==================== hazard_ctrl
Fig. 1: hazard_ctrl, met4 routing
The bar under the picture is 20 um long. Supply wires on this layer in gray. Cells faint in the background.
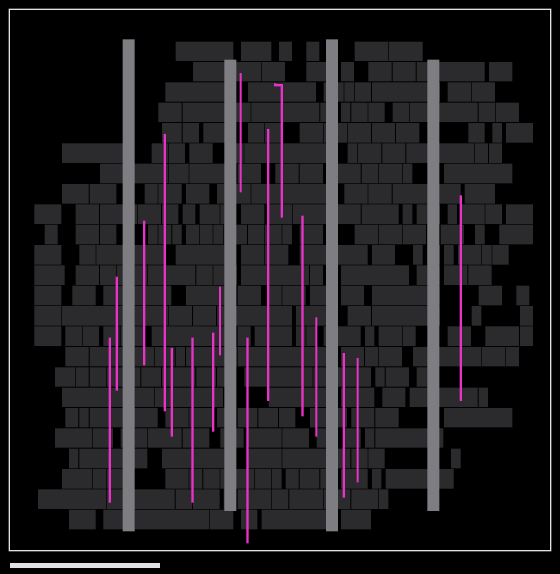

--- config.mk ---
export PLATFORM = sky130hd
export DESIGN_NAME = hazard_ctrl
export DESIGN_NICKNAME = d
export VERILOG_FILES = /design/src/rtl/hazard_ctrl.sv
export SDC_FILE = /design/constraint.sdc
export NUM_CORES = 1
export LEC_CHECK = 0
export CORE_MARGIN = 2
export CORE_UTILIZATION = 54
export DETAILED_ROUTE_END_ITERATION = 6
export GPL_TIMING_DRIVEN = 0
export PLACE_DENSITY = 0.92
export SLEW_MARGIN = 15
export SYNTH_ARGS = -nofsm -noshare
export SYNTH_HDL_FRONTEND = slang
export SYNTH_SLANG_ARGS = --single-unit
--- constraint.sdc ---
create_clock -name clk -period 3 [get_ports clk]
set_clock_uncertainty 0.05 [all_clocks]
set_input_delay 0.6 -clock clk [delete_from_list [all_inputs] [get_ports clk]]
set_output_delay 0.6 -clock clk [all_outputs]
set_load 0.03 [all_outputs]
--- src/rtl/hazard_ctrl.sv ---
// hazard_ctrl: hazard detection and forwarding control for the 5-stage MIPS pipeline.
//
// Tracks {destination, remaining latency Tnew} for the instructions in E, M and W, and
// compares them with the read latency Tuse of the instruction in D. It produces the stall
// request and the forwarding mux selects, and it runs the mult/div busy counter that holds
// off HI/LO accesses while a multicycle operation is in flight.
//
// Ports
//   clk, rst_n              clock, asynchronous active-low reset
//   d_rs_addr, d_rt_addr    source registers of the D-stage instruction
//   d_tuse_rs, d_tuse_rt    cycles until D needs rs/rt (all-ones = operand not read)
//   d_wr_addr, d_tnew       destination of the D instruction and its Tnew on entry to E
//   d_md_use                D instruction touches the mult/div unit or HI/LO
//   e_md_start, e_md_div    E instruction starts a mult (div=0) or div (div=1)
//   stall                   freeze PC and F/D, bubble into E
//   fwd_rs_d, fwd_rt_d      D operand select: 0 regfile, 1 E, 2 M, 3 W
//   fwd_rs_e, fwd_rt_e      E operand select: 0 pipe reg, 2 M, 3 W
//   fwd_rt_m                M store data takes the W result
//   md_busy                 mult/div counter non-zero
module hazard_ctrl #(
    parameter int unsigned REG_AW  = 5,
    parameter int unsigned TNEW_W  = 2,
    parameter int unsigned MUL_LAT = 5,
    parameter int unsigned DIV_LAT = 10,
    parameter bit          FWD_EN  = 1'b1
) (
    input  logic              clk,
    input  logic              rst_n,
    input  logic [REG_AW-1:0] d_rs_addr,
    input  logic [REG_AW-1:0] d_rt_addr,
    input  logic [TNEW_W-1:0] d_tuse_rs,
    input  logic [TNEW_W-1:0] d_tuse_rt,
    input  logic [REG_AW-1:0] d_wr_addr,
    input  logic [TNEW_W-1:0] d_tnew,
    input  logic              d_md_use,
    input  logic              e_md_start,
    input  logic              e_md_div,
    output logic              stall,
    output logic [1:0]        fwd_rs_d,
    output logic [1:0]        fwd_rt_d,
    output logic [1:0]        fwd_rs_e,
    output logic [1:0]        fwd_rt_e,
    output logic              fwd_rt_m,
    output logic              md_busy
);

    localparam int unsigned MAX_LAT = (DIV_LAT > MUL_LAT) ? DIV_LAT : MUL_LAT;
    localparam int unsigned CNT_W   = $clog2(MAX_LAT + 1);
    localparam logic [TNEW_W-1:0] TUSE_NONE = '1;

    // Producer slots
    logic [REG_AW-1:0] e_addr_q, m_addr_q, w_addr_q;
    logic [TNEW_W-1:0] e_tnew_q, m_tnew_q, w_tnew_q;
    // Source registers of the instructions now in E and M
    logic [REG_AW-1:0] e_rs_q, e_rt_q, m_rt_q;
    logic [CNT_W-1:0]  md_cnt_q, md_cnt_d;

    logic rs_rd, rt_rd;
    logic rs_e, rs_m, rs_w, rt_e, rt_m, rt_w;
    logic data_stall, md_stall;

    function automatic logic hit(input logic [REG_AW-1:0] src, input logic [REG_AW-1:0] dst);
        return (src != '0) && (src == dst);
    endfunction

    function automatic logic [TNEW_W-1:0] sat_dec(input logic [TNEW_W-1:0] t);
        return (t == '0) ? t : t - TNEW_W'(1);
    endfunction

    // Nearest-first choice among stages whose result is ready.
    function automatic logic [1:0] pick(input logic e_ok, input logic m_ok, input logic w_ok);
        if (e_ok)      return 2'd1;
        else if (m_ok) return 2'd2;
        else if (w_ok) return 2'd3;
        else           return 2'd0;
    endfunction

    assign md_busy = (md_cnt_q != '0);

    always_comb begin
        stall      = 1'b0;
        fwd_rs_d   = 2'd0;
        fwd_rt_d   = 2'd0;
        fwd_rs_e   = 2'd0;
        fwd_rt_e   = 2'd0;
        fwd_rt_m   = 1'b0;
        data_stall = 1'b0;

        rs_rd = (d_tuse_rs != TUSE_NONE);
        rt_rd = (d_tuse_rt != TUSE_NONE);
        rs_e  = rs_rd && hit(d_rs_addr, e_addr_q);
        rs_m  = rs_rd && hit(d_rs_addr, m_addr_q);
        rs_w  = rs_rd && hit(d_rs_addr, w_addr_q);
        rt_e  = rt_rd && hit(d_rt_addr, e_addr_q);
        rt_m  = rt_rd && hit(d_rt_addr, m_addr_q);
        rt_w  = rt_rd && hit(d_rt_addr, w_addr_q);

        if (FWD_EN) begin
            // W always has Tnew 0, so only E and M can make D wait.
            data_stall = (rs_e && (d_tuse_rs < e_tnew_q)) || (rs_m && (d_tuse_rs < m_tnew_q)) ||
                         (rt_e && (d_tuse_rt < e_tnew_q)) || (rt_m && (d_tuse_rt < m_tnew_q));
            fwd_rs_d = pick(rs_e && (e_tnew_q == '0), rs_m && (m_tnew_q == '0),
                            rs_w && (w_tnew_q == '0));
            fwd_rt_d = pick(rt_e && (e_tnew_q == '0), rt_m && (m_tnew_q == '0),
                            rt_w && (w_tnew_q == '0));
            fwd_rs_e = pick(1'b0, hit(e_rs_q, m_addr_q) && (m_tnew_q == '0),
                            hit(e_rs_q, w_addr_q) && (w_tnew_q == '0));
            fwd_rt_e = pick(1'b0, hit(e_rt_q, m_addr_q) && (m_tnew_q == '0),
                            hit(e_rt_q, w_addr_q) && (w_tnew_q == '0));
            fwd_rt_m = hit(m_rt_q, w_addr_q);
        end else begin
            // The regfile does not bypass its own write, so a producer sitting in W
            // must also be waited out when nothing is forwarded.
            data_stall = rs_e || rs_m || rs_w || rt_e || rt_m || rt_w;
        end

        md_stall = d_md_use && (md_busy || e_md_start);
        stall    = data_stall || md_stall;
    end

    always_comb begin
        md_cnt_d = md_cnt_q;
        if (e_md_start) begin
            md_cnt_d = e_md_div ? CNT_W'(DIV_LAT) : CNT_W'(MUL_LAT);
        end else if (md_cnt_q != '0) begin
            md_cnt_d = md_cnt_q - CNT_W'(1);
        end
    end

    always_ff @(posedge clk or negedge rst_n) begin
        if (!rst_n) begin
            e_addr_q <= '0;
            e_tnew_q <= '0;
            m_addr_q <= '0;
            m_tnew_q <= '0;
            w_addr_q <= '0;
            w_tnew_q <= '0;
            e_rs_q   <= '0;
            e_rt_q   <= '0;
            m_rt_q   <= '0;
            md_cnt_q <= '0;
        end else begin
            e_addr_q <= stall ? '0 : d_wr_addr;
            e_tnew_q <= stall ? '0 : d_tnew;
            e_rs_q   <= stall ? '0 : d_rs_addr;
            e_rt_q   <= stall ? '0 : d_rt_addr;
            m_addr_q <= e_addr_q;
            m_tnew_q <= sat_dec(e_tnew_q);
            m_rt_q   <= e_rt_q;
            w_addr_q <= m_addr_q;
            w_tnew_q <= sat_dec(m_tnew_q);
            md_cnt_q <= md_cnt_d;
        end
    end

endmodule

==================== cix32_imem_responder
[src/rtl/cix32_imem_responder.sv]
// ============================================================================
// Module   : cix32_imem_responder
// Purpose  : Byte-wide memory responder with valid/ready request and response
//            channels and a configurable wait-state latency.
//            Optional boot-image preload: CIX32_IMEM_PRELOAD_EN.
// Revision : 1.0  initial release
// ============================================================================
`default_nettype none

module cix32_imem_responder #(
  parameter int ADDR_BITS   = 8,
  parameter int WAIT_STATES = 1
) (
  input  logic        clk,
  input  logic        rst_n,
  input  logic        req_valid,
  output logic        req_ready,
  input  logic [31:0] req_addr,
  input  logic        req_we,
  input  logic [7:0]  req_wdata,
  output logic        rsp_valid,
  input  logic        rsp_ready,
  output logic [7:0]  rsp_data,
  output logic        rsp_err
);

  localparam int         c_depth     = 2 ** ADDR_BITS;
  localparam logic [1:0] c_idle      = 2'd0;
  localparam logic [1:0] c_wait      = 2'd1;
  localparam logic [1:0] c_resp      = 2'd2;
  localparam logic [3:0] c_wait_init = (WAIT_STATES > 0) ? 4'(WAIT_STATES - 1) : 4'd0;

  logic [1:0]           state_q, state_d;
  logic [3:0]           cnt_q, cnt_d;
  logic                 req_ready_q, req_ready_d;
  logic                 rsp_valid_q, rsp_valid_d;
  logic [7:0]           rsp_data_q, rsp_data_d;
  logic                 rsp_err_q, rsp_err_d;
  logic [ADDR_BITS-1:0] addr_q;
  logic                 we_q;
  logic [7:0]           wdata_q;
  logic                 oor_q;

  logic w_accept;
  logic w_commit;
  logic w_oor;

  // Contents survive reset; only the initial image differs between builds.
`ifdef CIX32_IMEM_PRELOAD_EN
  logic [7:0] mem_q [c_depth] = '{0: 8'h40, 1: 8'h40, 2: 8'h48, 3: 8'h40, 4: 8'hF4,
                                  default: 8'h00};
`else
  logic [7:0] mem_q [c_depth] = '{default: 8'h00};
`endif

  assign w_oor    = (req_addr >> ADDR_BITS) != 32'd0;
  assign w_accept = (state_q == c_idle) && req_valid && req_ready_q;
  // First cycle in RESP is the commit cycle; rsp_valid marks it as done.
  assign w_commit = (state_q == c_resp) && !rsp_valid_q;

  always_ff @(posedge clk or negedge rst_n) begin
    if (!rst_n) begin
      state_q     <= c_idle;
      cnt_q       <= 4'd0;
      req_ready_q <= 1'b1;
      rsp_valid_q <= 1'b0;
      rsp_data_q  <= 8'h00;
      rsp_err_q   <= 1'b0;
      addr_q      <= '0;
      we_q        <= 1'b0;
      wdata_q     <= 8'h00;
      oor_q       <= 1'b0;
    end else begin
      state_q     <= state_d;
      cnt_q       <= cnt_d;
      req_ready_q <= req_ready_d;
      rsp_valid_q <= rsp_valid_d;
      rsp_data_q  <= rsp_data_d;
      rsp_err_q   <= rsp_err_d;
      if (w_accept) begin
        addr_q  <= req_addr[ADDR_BITS-1:0];
        we_q    <= req_we;
        wdata_q <= req_wdata;
        oor_q   <= w_oor;
      end
    end
  end

  always_ff @(posedge clk) begin
    if (w_commit && we_q && !oor_q) begin
      mem_q[addr_q] <= wdata_q;
    end
  end

  always_comb begin
    state_d = state_q;
    cnt_d   = cnt_q;
    case (state_q)
      c_idle: begin
        if (w_accept) begin
          if (WAIT_STATES > 0) begin
            state_d = c_wait;
            cnt_d   = c_wait_init;
          end else begin
            state_d = c_resp;
          end
        end
      end
      c_wait: begin
        if (cnt_q == 4'd0) begin
          state_d = c_resp;
        end else begin
          cnt_d = cnt_q - 4'd1;
        end
      end
      c_resp: begin
        if (rsp_valid_q && rsp_ready) begin
          state_d = c_idle;
        end
      end
      default: state_d = c_idle;
    endcase
  end

  always_comb begin
    req_ready_d = (state_d == c_idle);
    rsp_valid_d = rsp_valid_q;
    rsp_data_d  = rsp_data_q;
    rsp_err_d   = rsp_err_q;
    if (w_commit) begin
      rsp_valid_d = 1'b1;
      if (oor_q) begin
        rsp_data_d = 8'h00;
        rsp_err_d  = 1'b1;
      end else begin
        rsp_data_d = we_q ? wdata_q : mem_q[addr_q];
        rsp_err_d  = 1'b0;
      end
    end else if (rsp_valid_q && rsp_ready) begin
      rsp_valid_d = 1'b0;
    end
  end

  assign req_ready = req_ready_q;
  assign rsp_valid = rsp_valid_q;
  assign rsp_data  = rsp_data_q;
  assign rsp_err   = rsp_err_q;

endmodule

`default_nettype wire

[config.mk]
export PLATFORM = sky130hd
export DESIGN_NAME = cix32_imem_responder
export DESIGN_NICKNAME = d
export VERILOG_FILES = /design/src/rtl/cix32_imem_responder.sv
export SDC_FILE = /design/constraint.sdc
export NUM_CORES = 2
export LEC_CHECK = 0
export CAP_MARGIN = 10
export CORE_MARGIN = 2
export CORE_UTILIZATION = 55
export CTS_BUF_LIST = sky130_fd_sc_hd__clkbuf_8
export DETAILED_ROUTE_END_ITERATION = 6
export PLACE_DENSITY = 0.74
export SETUP_SLACK_MARGIN = 0.05
export SLEW_MARGIN = 20
export SYNTH_ARGS = -nofsm -noshare
export SYNTH_HDL_FRONTEND = slang
export SYNTH_SLANG_ARGS = --single-unit
export TNS_END_PERCENT = 10
[constraint.sdc]
create_clock -name clk -period 4.2 [get_ports clk]
set_input_delay 0.63 -clock clk [delete_from_list [all_inputs] [get_ports clk]]
set_output_delay 0.63 -clock clk [all_outputs]
set_load 0.1 [all_outputs]
==================== mcs4_rom_arbiter
## config.mk

```make
export PLATFORM = sky130hd
export DESIGN_NAME = mcs4_rom_arbiter
export DESIGN_NICKNAME = d
export VERILOG_FILES = /design/src/rtl/mcs4_pkg.sv /design/src/rtl/mcs4_rom_arb_stats.sv /design/src/rtl/mcs4_rom_arbiter.sv
export SDC_FILE = /design/constraint.sdc
export NUM_CORES = 1
export LEC_CHECK = 0
export CORE_MARGIN = 2
export CORE_UTILIZATION = 30
export CTS_CLUSTER_SIZE = 24
export DETAILED_ROUTE_END_ITERATION = 12
export SLEW_MARGIN = 40
export SYNTH_ARGS = -nofsm -noshare
export SYNTH_HDL_FRONTEND = slang
export SYNTH_SLANG_ARGS = --single-unit
```

## constraint.sdc

```tcl
create_clock -name sysclk -period 1.92 [get_ports sysclk]
set_input_delay 0.384 -clock sysclk [delete_from_list [all_inputs] [get_ports sysclk]]
set_output_delay 0.384 -clock sysclk [all_outputs]
set_load 0.01 [all_outputs]
```

## src/rtl/mcs4_pkg.sv

```systemverilog
// rtl/mcs4_pkg.sv - shared MCS-4 ROM arbiter constants and state encoding
package mcs4_pkg;

    localparam int MCS4_ROM_ADDR_W = 12;
    localparam int MCS4_ROM_DATA_W = 8;

    typedef enum logic [1:0] {
        IDLE      = 2'd0,
        CPU_WAIT  = 2'd1,
        HOST_WAIT = 2'd2
    } arb_state_t;

endpackage

```

## src/rtl/mcs4_rom_arb_stats.sv

```systemverilog
// rtl/mcs4_rom_arb_stats.sv - saturating issue counters and longest host wait
// Instantiated by the arbiter only when MCS4_ROM_ARB_STATS_EN is defined.
module mcs4_rom_arb_stats (
    input  logic        sysclk,
    input  logic        reset,
    input  logic        cpu_issue,
    input  logic        host_issue,
    input  logic        host_req,
    output logic [15:0] stat_cpu_fetch,
    output logic [15:0] stat_host_read,
    output logic [7:0]  stat_host_wmax
);

    logic [7:0] wait_cnt;

    always_ff @(posedge sysclk) begin
        if (reset) begin
            stat_cpu_fetch <= '0;
            stat_host_read <= '0;
            stat_host_wmax <= '0;
            wait_cnt       <= '0;
        end else begin
            if (cpu_issue && stat_cpu_fetch != 16'hFFFF)
                stat_cpu_fetch <= stat_cpu_fetch + 16'd1;
            if (host_issue && stat_host_read != 16'hFFFF)
                stat_host_read <= stat_host_read + 16'd1;
            // wait_cnt counts edges the request was held without being granted
            if (host_issue) begin
                if (wait_cnt > stat_host_wmax)
                    stat_host_wmax <= wait_cnt;
                wait_cnt <= '0;
            end else if (host_req) begin
                if (wait_cnt != 8'hFF)
                    wait_cnt <= wait_cnt + 8'd1;
            end else begin
                wait_cnt <= '0;
            end
        end
    end

endmodule

```

## src/rtl/mcs4_rom_arbiter.sv

```systemverilog
// rtl/mcs4_rom_arbiter.sv - i4001 fetch / host read arbiter for one ROM store
// Optional statistics outputs under MCS4_ROM_ARB_STATS_EN.
module mcs4_rom_arbiter
    import mcs4_pkg::*;
#(
    parameter int ADDR_W      = MCS4_ROM_ADDR_W,
    parameter int DATA_W      = MCS4_ROM_DATA_W,
    parameter int MEM_LATENCY = 1
) (
    input  logic              sysclk,
    input  logic              reset,
    input  logic [ADDR_W-1:0] cpu_addr,
    output logic [DATA_W-1:0] cpu_data,
    input  logic              host_req,
    input  logic [ADDR_W-1:0] host_addr,
    output logic              host_gnt,
    output logic              host_rvalid,
    output logic [DATA_W-1:0] host_rdata,
    output logic [ADDR_W-1:0] mem_addr,
    input  logic [DATA_W-1:0] mem_data
`ifdef MCS4_ROM_ARB_STATS_EN
    ,
    output logic [15:0]       stat_cpu_fetch,
    output logic [15:0]       stat_host_read,
    output logic [7:0]        stat_host_wmax
`endif
);

    localparam int CNT_W = (MEM_LATENCY < 2) ? 1 : $clog2(MEM_LATENCY + 1);

    arb_state_t        state;
    logic [CNT_W-1:0]  cnt;
    logic [ADDR_W-1:0] tag;
    logic              tag_valid;
    logic              cpu_pend;
    logic              cpu_issue;
    logic              host_issue;

    // The CPU always wins an idle slot; the host only gets slots where the tag matches.
    assign cpu_pend   = !tag_valid || (cpu_addr != tag);
    assign cpu_issue  = (state == IDLE) && cpu_pend;
    assign host_issue = (state == IDLE) && !cpu_pend && host_req;

    always_ff @(posedge sysclk) begin
        if (reset) begin
            state       <= IDLE;
            cnt         <= '0;
            tag         <= '0;
            tag_valid   <= 1'b0;
            mem_addr    <= '0;
            cpu_data    <= '0;
            host_rdata  <= '0;
            host_gnt    <= 1'b0;
            host_rvalid <= 1'b0;
        end else begin
            host_gnt    <= 1'b0;
            host_rvalid <= 1'b0;
            case (state)
                IDLE: begin
                    if (cpu_issue) begin
                        mem_addr  <= cpu_addr;
                        tag       <= cpu_addr;
                        tag_valid <= 1'b1;
                        cnt       <= CNT_W'(MEM_LATENCY);
                        state     <= CPU_WAIT;
                    end else if (host_issue) begin
                        mem_addr <= host_addr;
                        host_gnt <= 1'b1;
                        cnt      <= CNT_W'(MEM_LATENCY);
                        state    <= HOST_WAIT;
                    end
                end
                CPU_WAIT: begin
                    // A stale word lands here if cpu_addr moved; the tag mismatch refetches.
                    if (cnt == '0) begin
                        cpu_data <= mem_data;
                        state    <= IDLE;
                    end else begin
                        cnt <= cnt - 1'b1;
                    end
                end
                HOST_WAIT: begin
                    if (cnt == '0) begin
                        host_rdata  <= mem_data;
                        host_rvalid <= 1'b1;
                        state       <= IDLE;
                    end else begin
                        cnt <= cnt - 1'b1;
                    end
                end
                default: state <= IDLE;
            endcase
        end
    end

`ifdef MCS4_ROM_ARB_STATS_EN
    mcs4_rom_arb_stats u_stats (
        .sysclk         (sysclk),
        .reset          (reset),
        .cpu_issue      (cpu_issue),
        .host_issue     (host_issue),
        .host_req       (host_req),
        .stat_cpu_fetch (stat_cpu_fetch),
        .stat_host_read (stat_host_read),
        .stat_host_wmax (stat_host_wmax)
    );
`endif

endmodule

```


==> notes/layouts.md <==
Pictures saved along the way, in no particular order.

Placement density heat map.
(a)
39 x 39 tiles, from white (low) to dark blue (high), 0 to 100% covered.
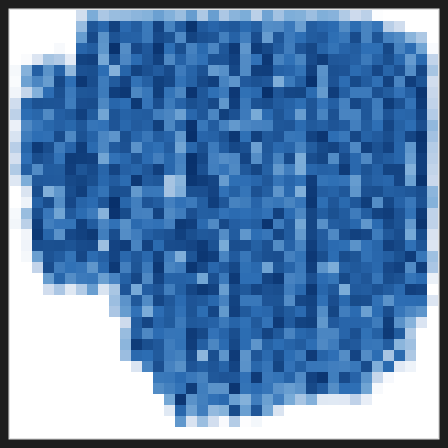
(b)
7 x 7 tiles, from white (low) to dark blue (high), 0 to 100% covered.
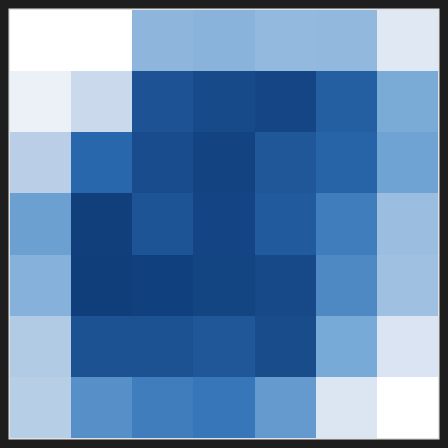
(c)
9 x 9 tiles, from white (low) to dark blue (high), 0 to 100% covered.
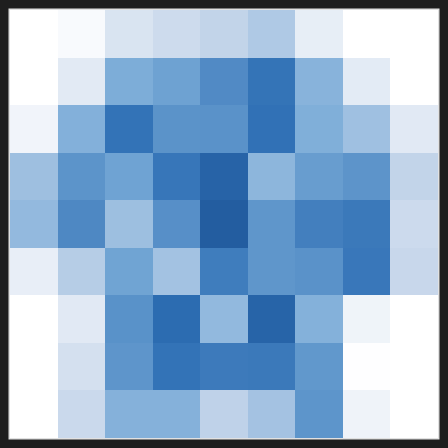
- cix32_imem_responder = (a)
- hazard_ctrl = (b)
- mcs4_rom_arbiter = (c)

Fig. 2: mcs4_rom_arbiter, signal wires on met1
Supply wires on this layer in gray.
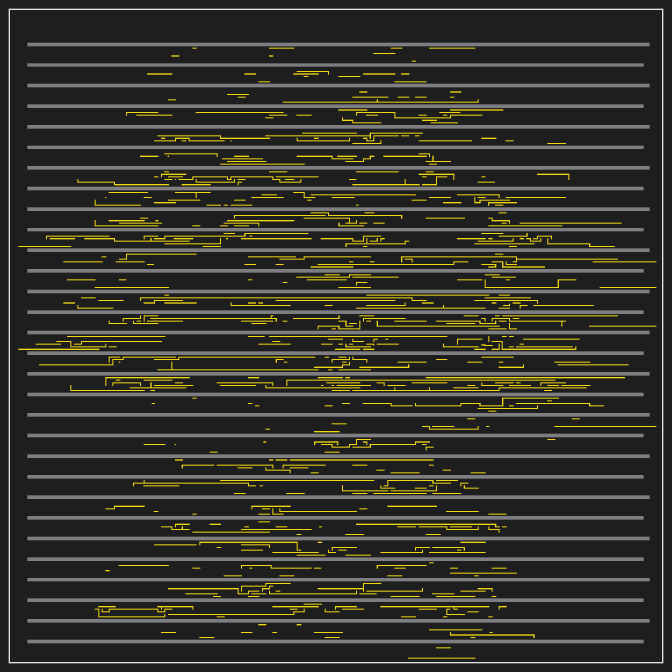
share of all routed wire	47%
nets with wire on the layer	294
longest straight run	35.9 um
wire length on this layer	2400 um
main direction	horizontal
met1 Use GR: 17.84%
Detailed Route WL: 5092 um
Vias: 1767

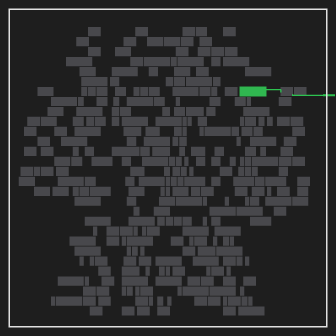
Fig. 3. Port wiring (mcs4_rom_arbiter).
port	color	bits	direction	edge	end cells	buffers	wire
host_gnt	green	1	output	east	1	1	13.7 um
IO Pins: 65
port buffer count: 64

==> Slide: Implementation Results, mcs4_rom_arbiter <==
Synthesis and Place & Route Summary

Run status
  – Outcome: complete, no violations

Logic synthesis
  – Aoi share: 10.75%
  – Yosys Chip Area: 2024 sq um
  – Yosys top cell by area: dfxtp_1
  – Ys Warns: 0
  – Adder Share, Synth: 1.854%
  – Post-Syn Instances: 214
  – Cell count in the Yosys report: 214
  – Cell Type Count: 31
  – Top non-seq family: simple AND/OR/NAND/NOR gates

Clock network
  – Postcts setup bufs: 1
  – CTS Buf Count: 5
  – Worst-Skew Late Latency: 0.30 ns
  – Clock Tree Buf Depth: 2

Run
  – Tool warnings: 29

Timing
  – Tightest Pin Transition: 0.5975 ns
  – Clock Skew: 0.005533 ns
  – Setup_tns: 0 ns

Worst setup path
  – Delay of the slowest critical-path stage: 0.59 ns
  – Critical-path cell list: clkdlybuf4s50_1 > xnor2_2 > nand3_2 > or4_4 > nand4b_1 > o21ai_0
  – Crit-path slowest cell: or4_4
  – Worst setup EP type: flop
  – Max Fanout on Critical Path: 6

Global route
  – Met2 Usage GRT: 22.20%
  – First-pass GRT wire length: 8045 um

Floorplan
  – # Taps: 77

Finish
  – Clk cell area share: 2.546%
  – Footprint of the multi-input gates: 1081 sq um
  – Dominant logic cell types in the final layout: clkdlybuf4s50_1, dfxtp_1, nand2_1
  – P&R area growth vs syn: 48.08%
  – Seq area share: 30.72%
  – Layout cells sized above 1: 15.17%
  – NonClk Buf Share: 26.96%

Routing
  – Met2 routed WL: 2352 um
  – Max layer used: met4
  – Starting DRT DRC Count: 122

Power
  – Clock Power Share: 23.4%
-- mcs4_rom_arbiter: critical path: cells and delay by family --
family	cells	cell delay [ns]
buf+inv	1	0.54
compound gates	1	0.11
xor+xnor	1	0.14
simple gates	3	0.87
-- mcs4_rom_arbiter: power by group through the flow --
| stage | Clock [mW] | Sequential, mW | Combinational [mW] |
|---|---|---|---|
| global route | 0.609 | 1.13 | 0.752 |
| global placement | 0 | 1.13 | 0.662 |
| finish | 0.552 | 1.11 | 0.692 |
| detailed placement | 0 | 1.13 | 0.671 |
| floorplan | 0 | 1.15 | 0.347 |
| CTS | 0.573 | 1.11 | 0.676 |
-- mcs4_rom_arbiter: registers in the layout (all words and copies together) (netlist names) --
signal / flops
mem_addr: 12
tag: 12
cpu_data: 8
host_rdata: 8
state: 2
cnt: 1
host_gnt: 1
host_rvalid: 1
tag_valid: 1
-- mcs4_rom_arbiter: through the flow --
| stage | area, sq um | instances |
|---|---|---|
| floorplan | 2024 | 214 |
| global placement | 2825 | 357 |
| detailed placement | 2825 | 357 |
| CTS | 2917 | 365 |
| global route | 2998 | 367 |
| finish | 2998 | 367 |
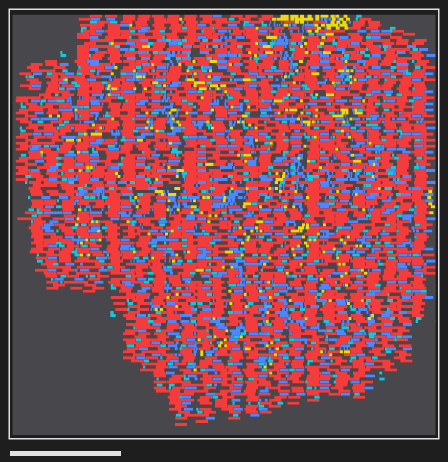
Fig. 4. Cells colored by class (cix32_imem_responder).
The bar under the picture is 100 um long. Fill, decap, tap and diode cells in gray.
class	color	cells	share of their area
remaining buffers and delay cells	yellow	380	3.9%
clock drivers and dummy loads	cyan	572	6.5%
sequential cells	red	2083	71%
combinational and other logic	blue	1334	19%
Post-Route Utilization: 62.92%
Placement Rows: 139
Seq area share: 68.97%

==> Slide: Implementation Results, cix32_imem_responder <==
Synthesis and Place & Route Summary

Place
  – DP Cell Count: 5698
  – Final GP Congestion: 0.8695

Floorplan
  – Die span in y: 385.0 um

Global route
  – Initial antenna violation count: 5

Finish
  – Dominant logic cell types in the final layout: edfxtp_1, mux4_2, clkbuf_8

Run status
  – Outcome: complete, no violations

Logic synthesis
  – Ys Warns: 0
  – Mapped Avg Cell Area: 21.93 sq um

Power
  – Tot Pwr: 58.25 mW

Clock network
  – Postcts setup bufs: 0
  – Clock Tree Buf Depth: 4
  – Post-CTS sizing: 0

Worst setup path
  – Max Fanout on Critical Path: 37

Timing
  – Max Fclk: 0.2577 GHz
  – Setup violation total in the final timing report: 0

Routing
  – TritonRoute pass-1 iters: 7
## cix32_imem_responder: logic make-up (layout without fill, tap and decap cells)
| group | count (synthesis) | after routing |
|---|---|---|
| fa+ha+maj | 2 | 2 |
| simple gates | 423 | 423 |
| other cells | 0 | 3 |
| flops | 2083 | 2083 |
| mux | 546 | 546 |
| xor+xnor | 2 | 2 |
| buf+inv | 228 | 955 |
| compound gates | 358 | 358 |
## cix32_imem_responder: worst min-delay path, stage by stage
cell	delay [ns]
clkdlybuf4s50_1	0.40
nand2_1	0.05
nand2_1	0.05
## cix32_imem_responder: layer usage
| layer | wire, um | vias up |
|---|---|---|
| met5 | 0 | - |
| met4 | 6664 | 0 |
| met3 | 20010 | 400 |
| met2 | 91980 | 2491 |
| met1 | 70950 | 21000 |
| li1 | - | 16370 |
## cix32_imem_responder: final cells by class
type                       instances  area [sq um]
inverter                           3         11.26
timing repair buffer             380          3408
tap                             1903          2381
clock inverter                   224         950.9
multi-input combinational       1331         16530
clock buffer                     348          4790
sequential                      2083         62420
fill                            9257         53320
antenna                            3         7.507
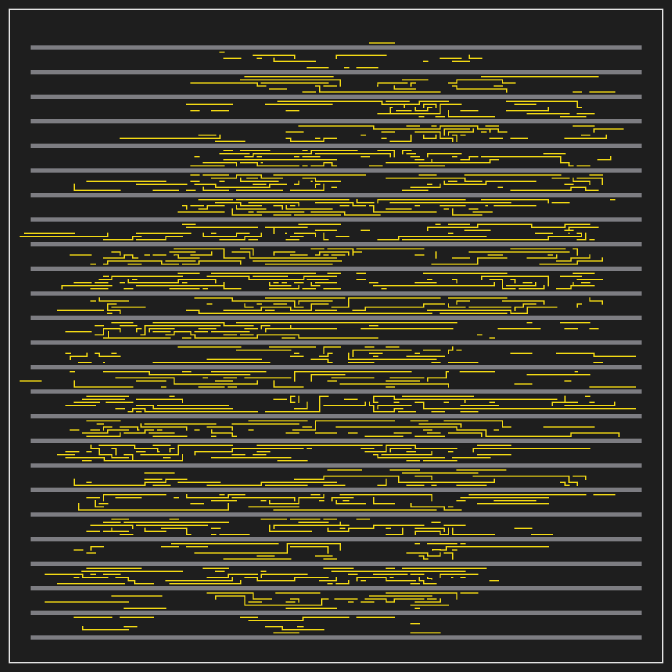
Fig. 5. Signal wires on met1 (hazard_ctrl).
Supply wires on this layer in gray.
wire length on this layer	2910 um
nets with wire on the layer	296
Detailed Route WL: 7336 um
Vias: 2307
met1 Use GR: 35.62%

Notes on Fig. 1 above:
nets with wire on the layer	16
share of all routed wire	4.8%
wire length on this layer	350 um
longest straight run	36.7 um
main direction	vertical

==> Slide: Implementation Results, hazard_ctrl <==
Synthesis and Place & Route Summary

Run status
  – Outcome: finished with violations
  – Failing checks: setup timing

Finish
  – Clock buffer count: 6
  – Comb area share: 45.93%
  – Inverter count: 10
  – FFs & Latches: 40
  – Bufs w/o clock: 60
  – NonClk Buf Share: 15.61%
  – # nets final: 329
  – Post-Route Utilization: 71.34%

Timing
  – Final WS setup: -0.03862 ns
  – Max-slew headroom: 67.14%
  – Setup violation total in the final timing report: 1

Power
  – Internal power: 1.056 mW
  – Tot Pwr: 1.600 mW
  – Sw Pwr: 0.5443 mW

Floorplan
  – Core Footprint: 4414 sq um

Clock network
  – CTS Buf Count: 5
  – Post-CTS sizing: 51
  – CTS tree: yes
  – CTS Sinks: 40

Place
  – Port buffer count: 30
  – Place WS: -0.9158 ns

Logic synthesis
  – Adder Share, Synth: 2.993%
  – Yosys Chip Area: 2509 sq um
  – Ys Warns: 0
  – Ys async rst share: 100.0%
  – Most common flop cell mapped by yosys: dfrtp_1

Worst setup path
  – CP startpoint: d_rs_addr[4]

Routing
  – TritonRoute pass-1 iters: 5
  – Met2 routed WL: 3541 um

Global route
  – Largest net degree at the start of global routing: 26
  – First-pass GRT wire length: 11500 um
==> hazard_ctrl: power groups by stage <==
| stage | logic (mW) | clock network (mW) | registers, mW |
|---|---|---|---|
| detailed placement | 0.453 | 0 | 0.652 |
| finish | 0.499 | 0.443 | 0.657 |
| global route | 0.531 | 0.463 | 0.664 |
| CTS | 0.479 | 0.443 | 0.644 |
| global placement | 0.431 | 0 | 0.648 |
| floorplan | 0.315 | 0 | 0.638 |
==> hazard_ctrl: worst max-delay path, cell delays in order <==
cell and delay (ns):
clkbuf_2 0.17, xnor2_1 0.28, nand3_1 0.19, or2_2 0.35, o32ai_1 0.36, clkdlybuf4s15_1 0.42
==> hazard_ctrl: how the worst min path moves through the flow <==
stage	from	to	cells after the start
after floorplan	rst_n	e_addr_q[0]	0
after global placement	m_addr_q[3]	w_addr_q[3]	0
after detailed placement	m_addr_q[3]	w_addr_q[3]	0
after CTS	rst_n	e_addr_q[3]	1
after global routing	rst_n	e_addr_q[1]	1
final	rst_n	e_addr_q[1]	1

==================== draw_cat
Fig. 6: draw_cat, cells colored by class
The bar under the picture is 20 um long. Fill, decap, tap and diode cells in gray.
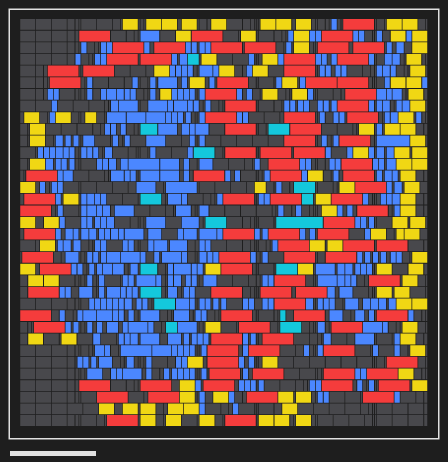

$ cat src/rtl/draw_cat.sv
// Cat sprite stage: computes the image ROM address and pose, then keys the ROM pixel
// over the background. Video passes through a two-register pipeline.
module draw_cat #(
  parameter logic [10:0] XPOS            = 11'd100,
  parameter logic [10:0] YPOS            = 11'd400,
  parameter int          IMG_W           = 130,
  parameter int          IMG_H           = 99,
  parameter int          FRAMES_PER_STEP = 8,
  parameter logic [11:0] TRANSPARENT     = 12'hF0F
) (
  input  logic        clk,
  input  logic        rst,
  input  logic [10:0] hcount_in,
  input  logic [10:0] vcount_in,
  input  logic        hsync_in,
  input  logic        vsync_in,
  input  logic        hblnk_in,
  input  logic        vblnk_in,
  input  logic [11:0] rgb_in,
  input  logic        throw,
  input  logic [11:0] rgb_pixel,
  output logic [13:0] pixel_addr,
  output logic [1:0]  state,
  output logic [10:0] hcount_out,
  output logic [10:0] vcount_out,
  output logic        hsync_out,
  output logic        vsync_out,
  output logic        hblnk_out,
  output logic        vblnk_out,
  output logic [11:0] rgb_out,
  output logic        busy
);

  typedef enum logic [1:0] {
    IDLE   = 2'b00,
    THROW1 = 2'b01,
    THROW2 = 2'b10,
    BAD    = 2'b11
  } state_t;

  localparam int          CNT_W    = (FRAMES_PER_STEP > 1) ? $clog2(FRAMES_PER_STEP) : 1;
  localparam logic [CNT_W-1:0] CNT_LAST = CNT_W'(FRAMES_PER_STEP - 1);
  localparam logic [10:0] X_LAST   = 11'(int'(XPOS) + IMG_W - 1);
  localparam logic [10:0] Y_LAST   = 11'(int'(YPOS) + IMG_H - 1);

  function automatic logic [11:0] key_merge(input logic inbox, input logic [11:0] fg,
                                            input logic [11:0] bg);
    return (inbox && (fg != TRANSPARENT)) ? fg : bg;
  endfunction

  state_t           state_q, state_nxt;
  logic [CNT_W-1:0] cnt_q, cnt_nxt;
  logic             pend_q, pend_nxt;
  logic             vblnk_prev;
  logic             tick;

  logic        inbox;
  logic [10:0] dx, dy;
  logic [21:0] addr_full;

  logic [10:0] hcount_p1, vcount_p1;
  logic        hsync_p1, vsync_p1, hblnk_p1, vblnk_p1;
  logic [11:0] rgb_p1, rgb_p2;
  logic        inbox_p1, inbox_p2;

  assign tick  = vblnk_in & ~vblnk_prev;
  assign inbox = (hcount_in >= XPOS) && (hcount_in <= X_LAST) &&
                 (vcount_in >= YPOS) && (vcount_in <= Y_LAST);
  assign dx        = hcount_in - XPOS;
  assign dy        = vcount_in - YPOS;
  assign addr_full = 22'(dy) * 22'(IMG_W) + 22'(dx);

  always_ff @(posedge clk) begin
    if (rst) vblnk_prev <= 1'b0;
    else     vblnk_prev <= vblnk_in;
  end

  // Stage 1: ROM address and in-box flag alongside delayed video
  always_ff @(posedge clk) begin
    if (rst) begin
      pixel_addr <= '0;
      inbox_p1   <= 1'b0;
      hcount_p1  <= '0;
      vcount_p1  <= '0;
      hsync_p1   <= 1'b0;
      vsync_p1   <= 1'b0;
      hblnk_p1   <= 1'b0;
      vblnk_p1   <= 1'b0;
      rgb_p1     <= '0;
    end else begin
      pixel_addr <= inbox ? addr_full[13:0] : 14'd0;
      inbox_p1   <= inbox;
      hcount_p1  <= hcount_in;
      vcount_p1  <= vcount_in;
      hsync_p1   <= hsync_in;
      vsync_p1   <= vsync_in;
      hblnk_p1   <= hblnk_in;
      vblnk_p1   <= vblnk_in;
      rgb_p1     <= rgb_in;
    end
  end

  // Stage 2: aligned with the ROM data; compositing is a mux on the registered flag
  always_ff @(posedge clk) begin
    if (rst) begin
      inbox_p2   <= 1'b0;
      hcount_out <= '0;
      vcount_out <= '0;
      hsync_out  <= 1'b0;
      vsync_out  <= 1'b0;
      hblnk_out  <= 1'b0;
      vblnk_out  <= 1'b0;
      rgb_p2     <= '0;
    end else begin
      inbox_p2   <= inbox_p1;
      hcount_out <= hcount_p1;
      vcount_out <= vcount_p1;
      hsync_out  <= hsync_p1;
      vsync_out  <= vsync_p1;
      hblnk_out  <= hblnk_p1;
      vblnk_out  <= vblnk_p1;
      rgb_p2     <= rgb_p1;
    end
  end

  assign rgb_out = key_merge(inbox_p2, rgb_pixel, rgb_p2);

  always_ff @(posedge clk) begin
    if (rst) begin
      state_q <= IDLE;
      cnt_q   <= '0;
      pend_q  <= 1'b0;
    end else begin
      state_q <= state_nxt;
      cnt_q   <= cnt_nxt;
      pend_q  <= pend_nxt;
    end
  end

  // Pose changes only on the vblank rising edge so a frame never mixes poses
  always_comb begin
    state_nxt = state_q;
    cnt_nxt   = cnt_q;
    pend_nxt  = pend_q;
    case (state_q)
      IDLE: begin
        if (pend_q) begin
          if (tick) begin
            state_nxt = THROW1;
            pend_nxt  = 1'b0;
            cnt_nxt   = '0;
          end
        end else if (throw) begin
          pend_nxt = 1'b1;
        end
      end
      THROW1, THROW2: begin
        if (tick) begin
          if (cnt_q == CNT_LAST) begin
            state_nxt = (state_q == THROW1) ? THROW2 : IDLE;
            cnt_nxt   = '0;
          end else begin
            cnt_nxt = cnt_q + CNT_W'(1);
          end
        end
      end
      default: begin
        state_nxt = IDLE;
        cnt_nxt   = '0;
        pend_nxt  = 1'b0;
      end
    endcase
  end

  assign state = state_q;
  assign busy  = (state_q != IDLE) || pend_q;

endmodule

$ cat config.mk
export PLATFORM = sky130hd
export DESIGN_NAME = draw_cat
export DESIGN_NICKNAME = d
export VERILOG_FILES = /design/src/rtl/draw_cat.sv
export SDC_FILE = /design/constraint.sdc
export NUM_CORES = 1
export LEC_CHECK = 0
export ABC_AREA = 1
export ABC_CLOCK_PERIOD_IN_PS = 3800
export CORE_MARGIN = 2
export CORE_UTILIZATION = 47
export DETAILED_ROUTE_END_ITERATION = 10
export PLACE_DENSITY = 0.77
export SYNTH_ARGS = -nofsm -noshare
export SYNTH_HDL_FRONTEND = slang
export SYNTH_SLANG_ARGS = --single-unit
$ cat constraint.sdc
create_clock -name clk -period 3.8 [get_ports clk]
set_input_delay 0.57 -clock clk [delete_from_list [all_inputs] [get_ports clk]]
set_output_delay 0.57 -clock clk [all_outputs]
set_load 0.005 [all_outputs]
==================== smc_sram_arb
$ cat src/rtl/smc_sram_arb.sv
// smc_sram_arb: shares one single-port 32-bit SRAM macro between NPORT
// AHB-Lite slave ports. Each port captures its address phase into a pending
// slot and holds hready low until a round-robin arbiter has served it; the
// arbiter issues at most one SRAM access per cycle.
// Build option: define SMC_ARB_PRIO_EN to give port 0 absolute priority,
// with ports 1..NPORT-1 round-robin among themselves.
module smc_sram_arb #(
  parameter int NPORT = 3,
  parameter int AW    = 14
) (
  input  logic                pmu_smc_hclk,
  input  logic                pmu_smc_hrst_b,
  input  logic [NPORT-1:0]    hmain0_smc_hsel,
  input  logic [NPORT*32-1:0] hmain0_smc_haddr,
  input  logic [NPORT*2-1:0]  hmain0_smc_htrans,
  input  logic [NPORT-1:0]    hmain0_smc_hwrite,
  input  logic [NPORT*3-1:0]  hmain0_smc_hsize,
  input  logic [NPORT*32-1:0] hmain0_smc_hwdata,
  output logic [NPORT*32-1:0] smc_hmain0_hrdata,
  output logic [NPORT-1:0]    smc_hmain0_hready,
  output logic [NPORT*2-1:0]  smc_hmain0_hresp,
  output logic                sram_cen,
  output logic [3:0]          sram_wen,
  output logic [AW-1:0]       sram_addr,
  output logic [31:0]         sram_wdata,
  input  logic [31:0]         sram_rdata
);

  // Pointer width covers NPORT = 2..4.
  localparam int PW = (NPORT > 2) ? 2 : 1;

  typedef enum logic [1:0] {P_IDLE, P_PEND, P_ERR1, P_ERR2} port_state_e;

  port_state_e      state_q     [NPORT];
  port_state_e      state_d     [NPORT];
  logic [AW+1:0]    slot_addr_q [NPORT];
  logic [1:0]       slot_size_q [NPORT];
  logic [NPORT-1:0] slot_write_q;
  logic [NPORT-1:0] done_q;    // port was granted last cycle: this is its completion cycle
  logic [PW-1:0]    ptr_q;
  logic [PW-1:0]    ptr_d;
  logic [NPORT-1:0] capture;
  logic [NPORT-1:0] size_err;
  logic [NPORT-1:0] req;
  logic [NPORT-1:0] gnt;
  logic             gnt_vld;
  int               cand;
  logic [NPORT-1:0] unused_bits;

  // Byte lanes touched by an access of the given size at the given byte offset.
  function automatic logic [3:0] lane_mask(input logic [1:0] size, input logic [1:0] ofs);
    case (size)
      2'd0:    lane_mask = 4'b0001 << ofs;
      2'd1:    lane_mask = ofs[1] ? 4'b1100 : 4'b0011;
      default: lane_mask = 4'b1111;
    endcase
  endfunction

  for (genvar i = 0; i < NPORT; i++) begin : g_port
    assign capture[i]  = hmain0_smc_hsel[i] & hmain0_smc_htrans[2*i+1] & smc_hmain0_hready[i];
    assign size_err[i] = hmain0_smc_hsize[3*i +: 3] > 3'd2;
    assign req[i]      = (state_q[i] == P_PEND) & ~done_q[i];
    // Upper address bits and htrans[0] (SEQ vs NONSEQ) carry no meaning here.
    assign unused_bits[i] = ^{hmain0_smc_haddr[32*i+31 : 32*i+AW+2], hmain0_smc_htrans[2*i]};
  end

  // Per-port next state: a capture always wins, otherwise error and completion states retire.
  always_comb begin
    for (int i = 0; i < NPORT; i++) begin
      // NOTE: every combinational output gets a default before any branch, so no path leaves it unassigned and no latch is inferred.
      state_d[i] = state_q[i];
      if (capture[i]) begin
        state_d[i] = size_err[i] ? P_ERR1 : P_PEND;
      end else begin
        case (state_q[i])
          P_ERR1:  state_d[i] = P_ERR2;
          P_ERR2:  state_d[i] = P_IDLE;
          P_PEND:  if (done_q[i]) state_d[i] = P_IDLE;
          default: state_d[i] = state_q[i];
        endcase
      end
    end
  end

  // Per-port AHB response: wait states while pending or in the first error cycle.
  always_comb begin
    smc_hmain0_hready = '1;
    smc_hmain0_hresp  = '0;
    smc_hmain0_hrdata = '0;
    for (int i = 0; i < NPORT; i++) begin
      case (state_q[i])
        P_PEND: smc_hmain0_hready[i] = done_q[i];
        P_ERR1: begin
          smc_hmain0_hready[i]       = 1'b0;
          smc_hmain0_hresp[2*i +: 2] = 2'b01;
        end
        P_ERR2: smc_hmain0_hresp[2*i +: 2] = 2'b01;
        default: ;
      endcase
      // SRAM read data is only meaningful on the owner's completion cycle.
      if (done_q[i] & ~slot_write_q[i]) smc_hmain0_hrdata[32*i +: 32] = sram_rdata;
    end
  end

  // Arbiter: first requester after the pointer wins (port 0 first in the priority build).
  always_comb begin
    gnt     = '0;
    gnt_vld = 1'b0;
    ptr_d   = ptr_q;
    cand    = 0;
`ifdef SMC_ARB_PRIO_EN
    // Port 0 bypasses the round robin and leaves the pointer alone.
    if (req[0]) begin
      gnt[0]  = 1'b1;
      gnt_vld = 1'b1;
    end
`endif
    for (int k = 1; k <= NPORT; k++) begin
      cand = (int'(ptr_q) + k) % NPORT;
      if (!gnt_vld && req[cand]) begin
        gnt[cand] = 1'b1;
        gnt_vld   = 1'b1;
        ptr_d     = PW'(cand);
      end
    end
  end

  // SRAM command for the granted port; idle values otherwise.
  always_comb begin
    sram_cen   = 1'b1;
    sram_wen   = 4'hF;
    sram_addr  = '0;
    sram_wdata = '0;
    for (int i = 0; i < NPORT; i++) begin
      if (gnt[i]) begin
        sram_cen  = 1'b0;
        sram_addr = slot_addr_q[i][AW+1:2];
        if (slot_write_q[i]) begin
          sram_wen   = ~lane_mask(slot_size_q[i], slot_addr_q[i][1:0]);
          // Grant is at least one cycle after capture, so hwdata is in its data phase.
          sram_wdata = hmain0_smc_hwdata[32*i +: 32];
        end
      end
    end
  end

  // Port states, completion flags and round-robin pointer.
  always_ff @(posedge pmu_smc_hclk or negedge pmu_smc_hrst_b) begin
    if (!pmu_smc_hrst_b) begin
      for (int i = 0; i < NPORT; i++) state_q[i] <= P_IDLE;
      done_q <= '0;
      ptr_q  <= PW'(NPORT - 1);
    end else begin
      // NOTE: sequential state uses non-blocking assignments so every register samples pre-edge values.
      for (int i = 0; i < NPORT; i++) state_q[i] <= state_d[i];
      done_q <= gnt;
      ptr_q  <= ptr_d;
    end
  end

  // Pending slots load on each capture.
  always_ff @(posedge pmu_smc_hclk or negedge pmu_smc_hrst_b) begin
    if (!pmu_smc_hrst_b) begin
      // NOTE: the slots are a handful of flops, not a RAM, so clearing them on reset is cheap and keeps stale accesses out.
      for (int i = 0; i < NPORT; i++) begin
        slot_addr_q[i] <= '0;
        slot_size_q[i] <= '0;
      end
      slot_write_q <= '0;
    end else begin
      for (int i = 0; i < NPORT; i++) begin
        if (capture[i]) begin
          slot_addr_q[i]  <= hmain0_smc_haddr[32*i +: AW+2];
          slot_size_q[i]  <= hmain0_smc_hsize[3*i +: 2];
          slot_write_q[i] <= hmain0_smc_hwrite[i];
        end
      end
    end
  end

endmodule

$ cat config.mk
export PLATFORM = sky130hd
export DESIGN_NAME = smc_sram_arb
export DESIGN_NICKNAME = d
export VERILOG_FILES = /design/src/rtl/smc_sram_arb.sv
export SDC_FILE = /design/constraint.sdc
export NUM_CORES = 1
export LEC_CHECK = 0
export CELL_PAD_IN_SITES_DETAIL_PLACEMENT = 0
export CELL_PAD_IN_SITES_GLOBAL_PLACEMENT = 1
export CORE_UTILIZATION = 20
export DETAILED_ROUTE_END_ITERATION = 10
export GPL_TIMING_DRIVEN = 0
export HOLD_SLACK_MARGIN = 0.08
export PLACE_DENSITY_LB_ADDON = 0.2
export SLEW_MARGIN = 5
export SYNTH_ARGS = -nofsm -noshare
export SYNTH_HDL_FRONTEND = slang
export SYNTH_SLANG_ARGS = --single-unit
$ cat constraint.sdc
create_clock -name pmu_smc_hclk -period 2.35 [get_ports pmu_smc_hclk]
set_input_delay 0.235 -clock pmu_smc_hclk [delete_from_list [all_inputs] [get_ports pmu_smc_hclk]]
set_output_delay 0.235 -clock pmu_smc_hclk [all_outputs]
set_load 0.005 [all_outputs]
Fig. 7: smc_sram_arb, congestion heat map
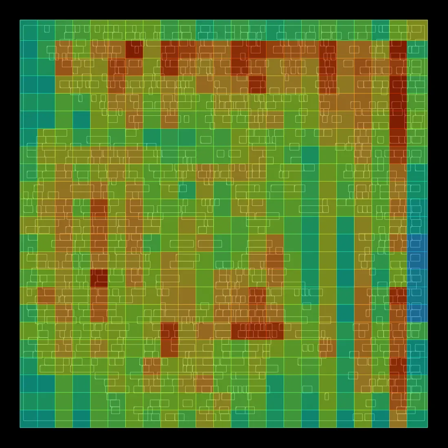
global route hottest layer: met2
met1 Use GR: 20.64%
Post-Route Utilization: 40.97%
M3 GR Usage: 5.558%

==> Slide: Implementation Results, smc_sram_arb <==
Synthesis and Place & Route Summary

Run status
  – Outcome: finished with violations
  – Failing checks: setup timing

Place
  – DP Cell Count: 1234

Clock network
  – Clock root cell: clkbuf_16
  – Post-CTS sizing: 256

Routing
  – Via-to-Cell Ratio: 4.432
  – Starting DRT DRC Count: 249
  – Detailed Route WL: 23860 um

Floorplan
  – Core Footprint: 24390 sq um
  – Die X: 159.9 um
  – Placement Rows: 57

Logic synthesis
  – Adder Share, Synth: 1.004%
  – Post-synth EDFFs: 0
  – Flops & latches, synth: 68
  – Mux frac, synth: 12.17%
  – Ys Warns: 0
  – Yosys top cell by area: dfrtp_1
  – Post-Syn Instances: 559

Finish
  – Most frequent logic cell in the layout: clkdlybuf4s50_1
  – P&R area growth vs syn: 100.5%
  – Dominant logic cell types in the final layout: clkdlybuf4s50_1, and2_1, dfrtp_1

Timing
  – Setup violation total in the final timing report: 82
  – Tightest Pin Transition: 0.7155 ns
  – Fin crit share: 145.3%
  – Final WS setup: -1.065 ns

Run
  – Max-cap viol count: 0
  – Tool warnings: 83

Global route
  – Initial antenna violation count: 1
  – First-pass GRT wire length: 35260 um
  – Grt ovf: 0

Worst setup path
  – Critical Path Most Common Cell: buf_6
  – Delay of the slowest critical-path stage: 0.56 ns
  – Crit path DRT: 2.12 ns
  – Arrival @ worst endpoint: 3.18 ns
  – CP top delay family: AND-OR/OR-AND gates

Power
  – Pwr per Cell Area: 1315 nW/um^2
[smc_sram_arb: layout make-up]
cell class	count	area, sq um
Buffer	49	397.9
Clock buffer	9	225.2
Fill cell	2472	14400
Antenna cell	1	2.502
Timing Repair Buffer	401	3829
Inverter	11	41.29
Tap cell	324	405.4
Clock inverter	7	76.32
Multi-Input combinational cell	431	3311
Sequential cell	68	1704
[smc_sram_arb: where the power goes]
group / total (mW) / switching (mW) / internal, mW
logic: 9.55 / 4.22 / 5.33
registers: 2.20 / 0.437 / 1.76
clock network: 1.39 / 0.563 / 0.827
total: 13.1 / 5.22 / 7.92
[smc_sram_arb: cell families after synthesis]
family                   Yosys count
other                              1
multiplexers                      54
AND-OR/OR-AND                    141
adder cells (fa/ha/maj)            4
AND/OR/NAND/NOR                  229
flip-flops                        68
buffers and inverters             62
[smc_sram_arb: per-layer routing]
metal	vias to the layer above	track usage, %	routed length [um]
li1	2817	-	-
met1	2715	20.64	9501
met2	222	33.31	12360
met3	12	5.558	1784
met4	0	2.857	209
met5	-	0	0
[smc_sram_arb: flip-flops by register name, summed over array words and instances (netlist names)]
register,count
slot_addr_q,48
slot_size_q,6
state_q,6
done_q,3
slot_write_q,3
ptr_q,2
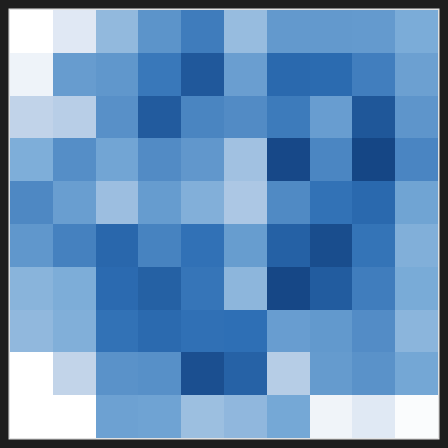
Fig. 8. Placement density heat map (draw_cat).
10 x 10 tiles, from white (low) to dark blue (high), 0 to 100% covered.
tiles over 75% full	18%
nearly empty tiles	4.0%
mean over tiles	56%
densest ninth of the die	east
fullest tile	91%
Core Footprint: 9065 sq um
Post-Route Utilization: 62.83%
floorplan utilization: 47.72%

About Fig. 6:
class	color	cells	share of their area
combinational and other logic	blue	459	41%
clock drivers and dummy loads	cyan	16	3.6%
sequential cells	red	98	35%
remaining buffers and delay cells	yellow	110	20%
fin area: 5695 sq um
Seq area share: 34.45%
Placement Rows: 35

==> Slide: Implementation Results, draw_cat <==
Synthesis and Place & Route Summary

Finish
  – Comb area share: 31.88%
  – Bufs w/o clock: 110
  – Footprint of the multi-input gates: 1815 sq um
  – Fill cells: 777
  – Layout cells sized above 1: 6.442%
  – Clk cell area share: 3.559%

Place
  – Place WS: -0.006398 ns

Worst setup path
  – Worst path bufs/invs: 4
  – Crit path DRT: 4.10 ns
  – Critical Path Most Common Cell: nand2_1

Routing
  – Max layer used: met4
  – Starting DRT DRC Count: 119
  – Wire length on met3: 495 um

Power
  – Pwr per Cell Area: 426.2 nW/um^2
  – Internal power: 1.684 mW
  – Maximum VDD drop: 0.2165 mV

Logic synthesis
  – Yosys top cell by area: dfxtp_1
  – Aoi share: 5.409%
  – Top-count cell post-synth: inv_1
  – Post-Syn Instances: 568
  – Area fraction in xor and xnor cells: 3.037%

Run status
  – Outcome: complete, no violations

Timing
  – Fin crit share: 90.75%

Global route
  – Largest net degree at the start of global routing: 43

Min path
  – Hold Path Class: reg2reg
[draw_cat: per-stage QoR]
step                hold slack [ns]   TNS [ns]  std cells
CTS                          0.3992          0        794
global route                 0.4157          0        794
detailed placement           0.3927  -0.006398        778
finish                       0.3966          0        794
global placement             0.3898          0        778
floorplan                    0.3883          0        568
[draw_cat: power by group through the flow]
stage | Sequential [mW] | Clock (mW) | Combinational [mW]
after global routing | 1.11 | 0.745 | 0.729
after global placement | 1.13 | 0 | 0.623
after floorplan | 1.13 | 0 | 0.420
after CTS | 1.10 | 0.701 | 0.643
after detailed placement | 1.13 | 0 | 0.639
final | 1.10 | 0.682 | 0.643
[draw_cat: state kept, by name, summed over array words and instances, names as in the netlist, 2 cells and up]
register    flops
hcount_out     11
vcount_p1      11
vcount_out     11
cnt_q           3
pixel_addr     14
rgb_p1         12
rgb_p2         12
hcount_p1      11
state           2
[draw_cat: how the worst min path moves through the flow]
stage	end
6_report	rgb_p2[3]
2_1_floorplan	hblnk_out
3_5_place_dp	vcount_out[9]
3_3_place_gp	hcount_out[3]
5_1_grt	hcount_out[3]
4_1_cts	rgb_p2[3]


==> gallery <==
Cells colored by class.
panel A
The bar under the picture is 50 um long. Fill, decap, tap and diode cells in gray.
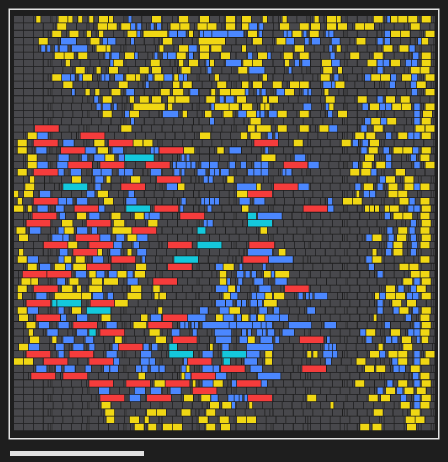
panel B
The bar under the picture is 20 um long. Fill, decap, tap and diode cells in gray.
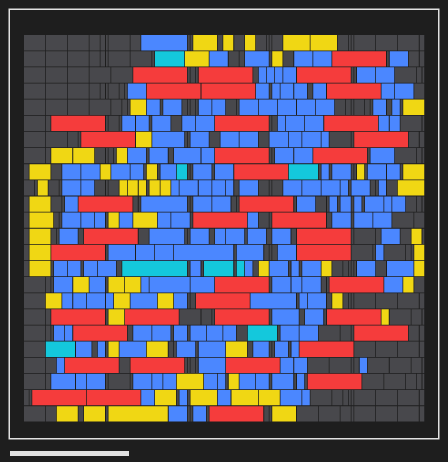
panel C
The bar under the picture is 20 um long. Fill, decap, tap and diode cells in gray.
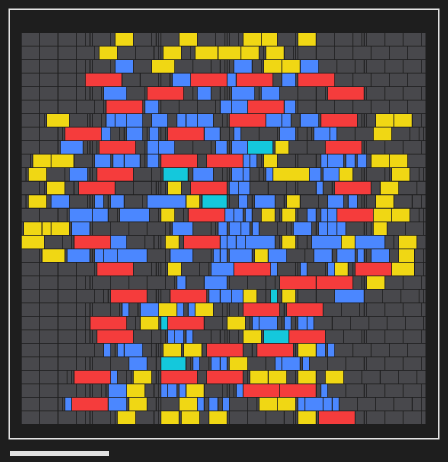
- highest utilization: panel B
- most cells: panel A
smc_sram_arb: panel A
hazard_ctrl: panel B
mcs4_rom_arbiter: panel C

Key to panel C:
class	color	cells	share of their area
sequential cells	red	46	32%
remaining buffers and delay cells	yellow	83	28%
clock drivers and dummy loads	cyan	7	2.6%
combinational and other logic	blue	154	38%

Power figures rest on the tool's default switching activity, not on a simulated workload.
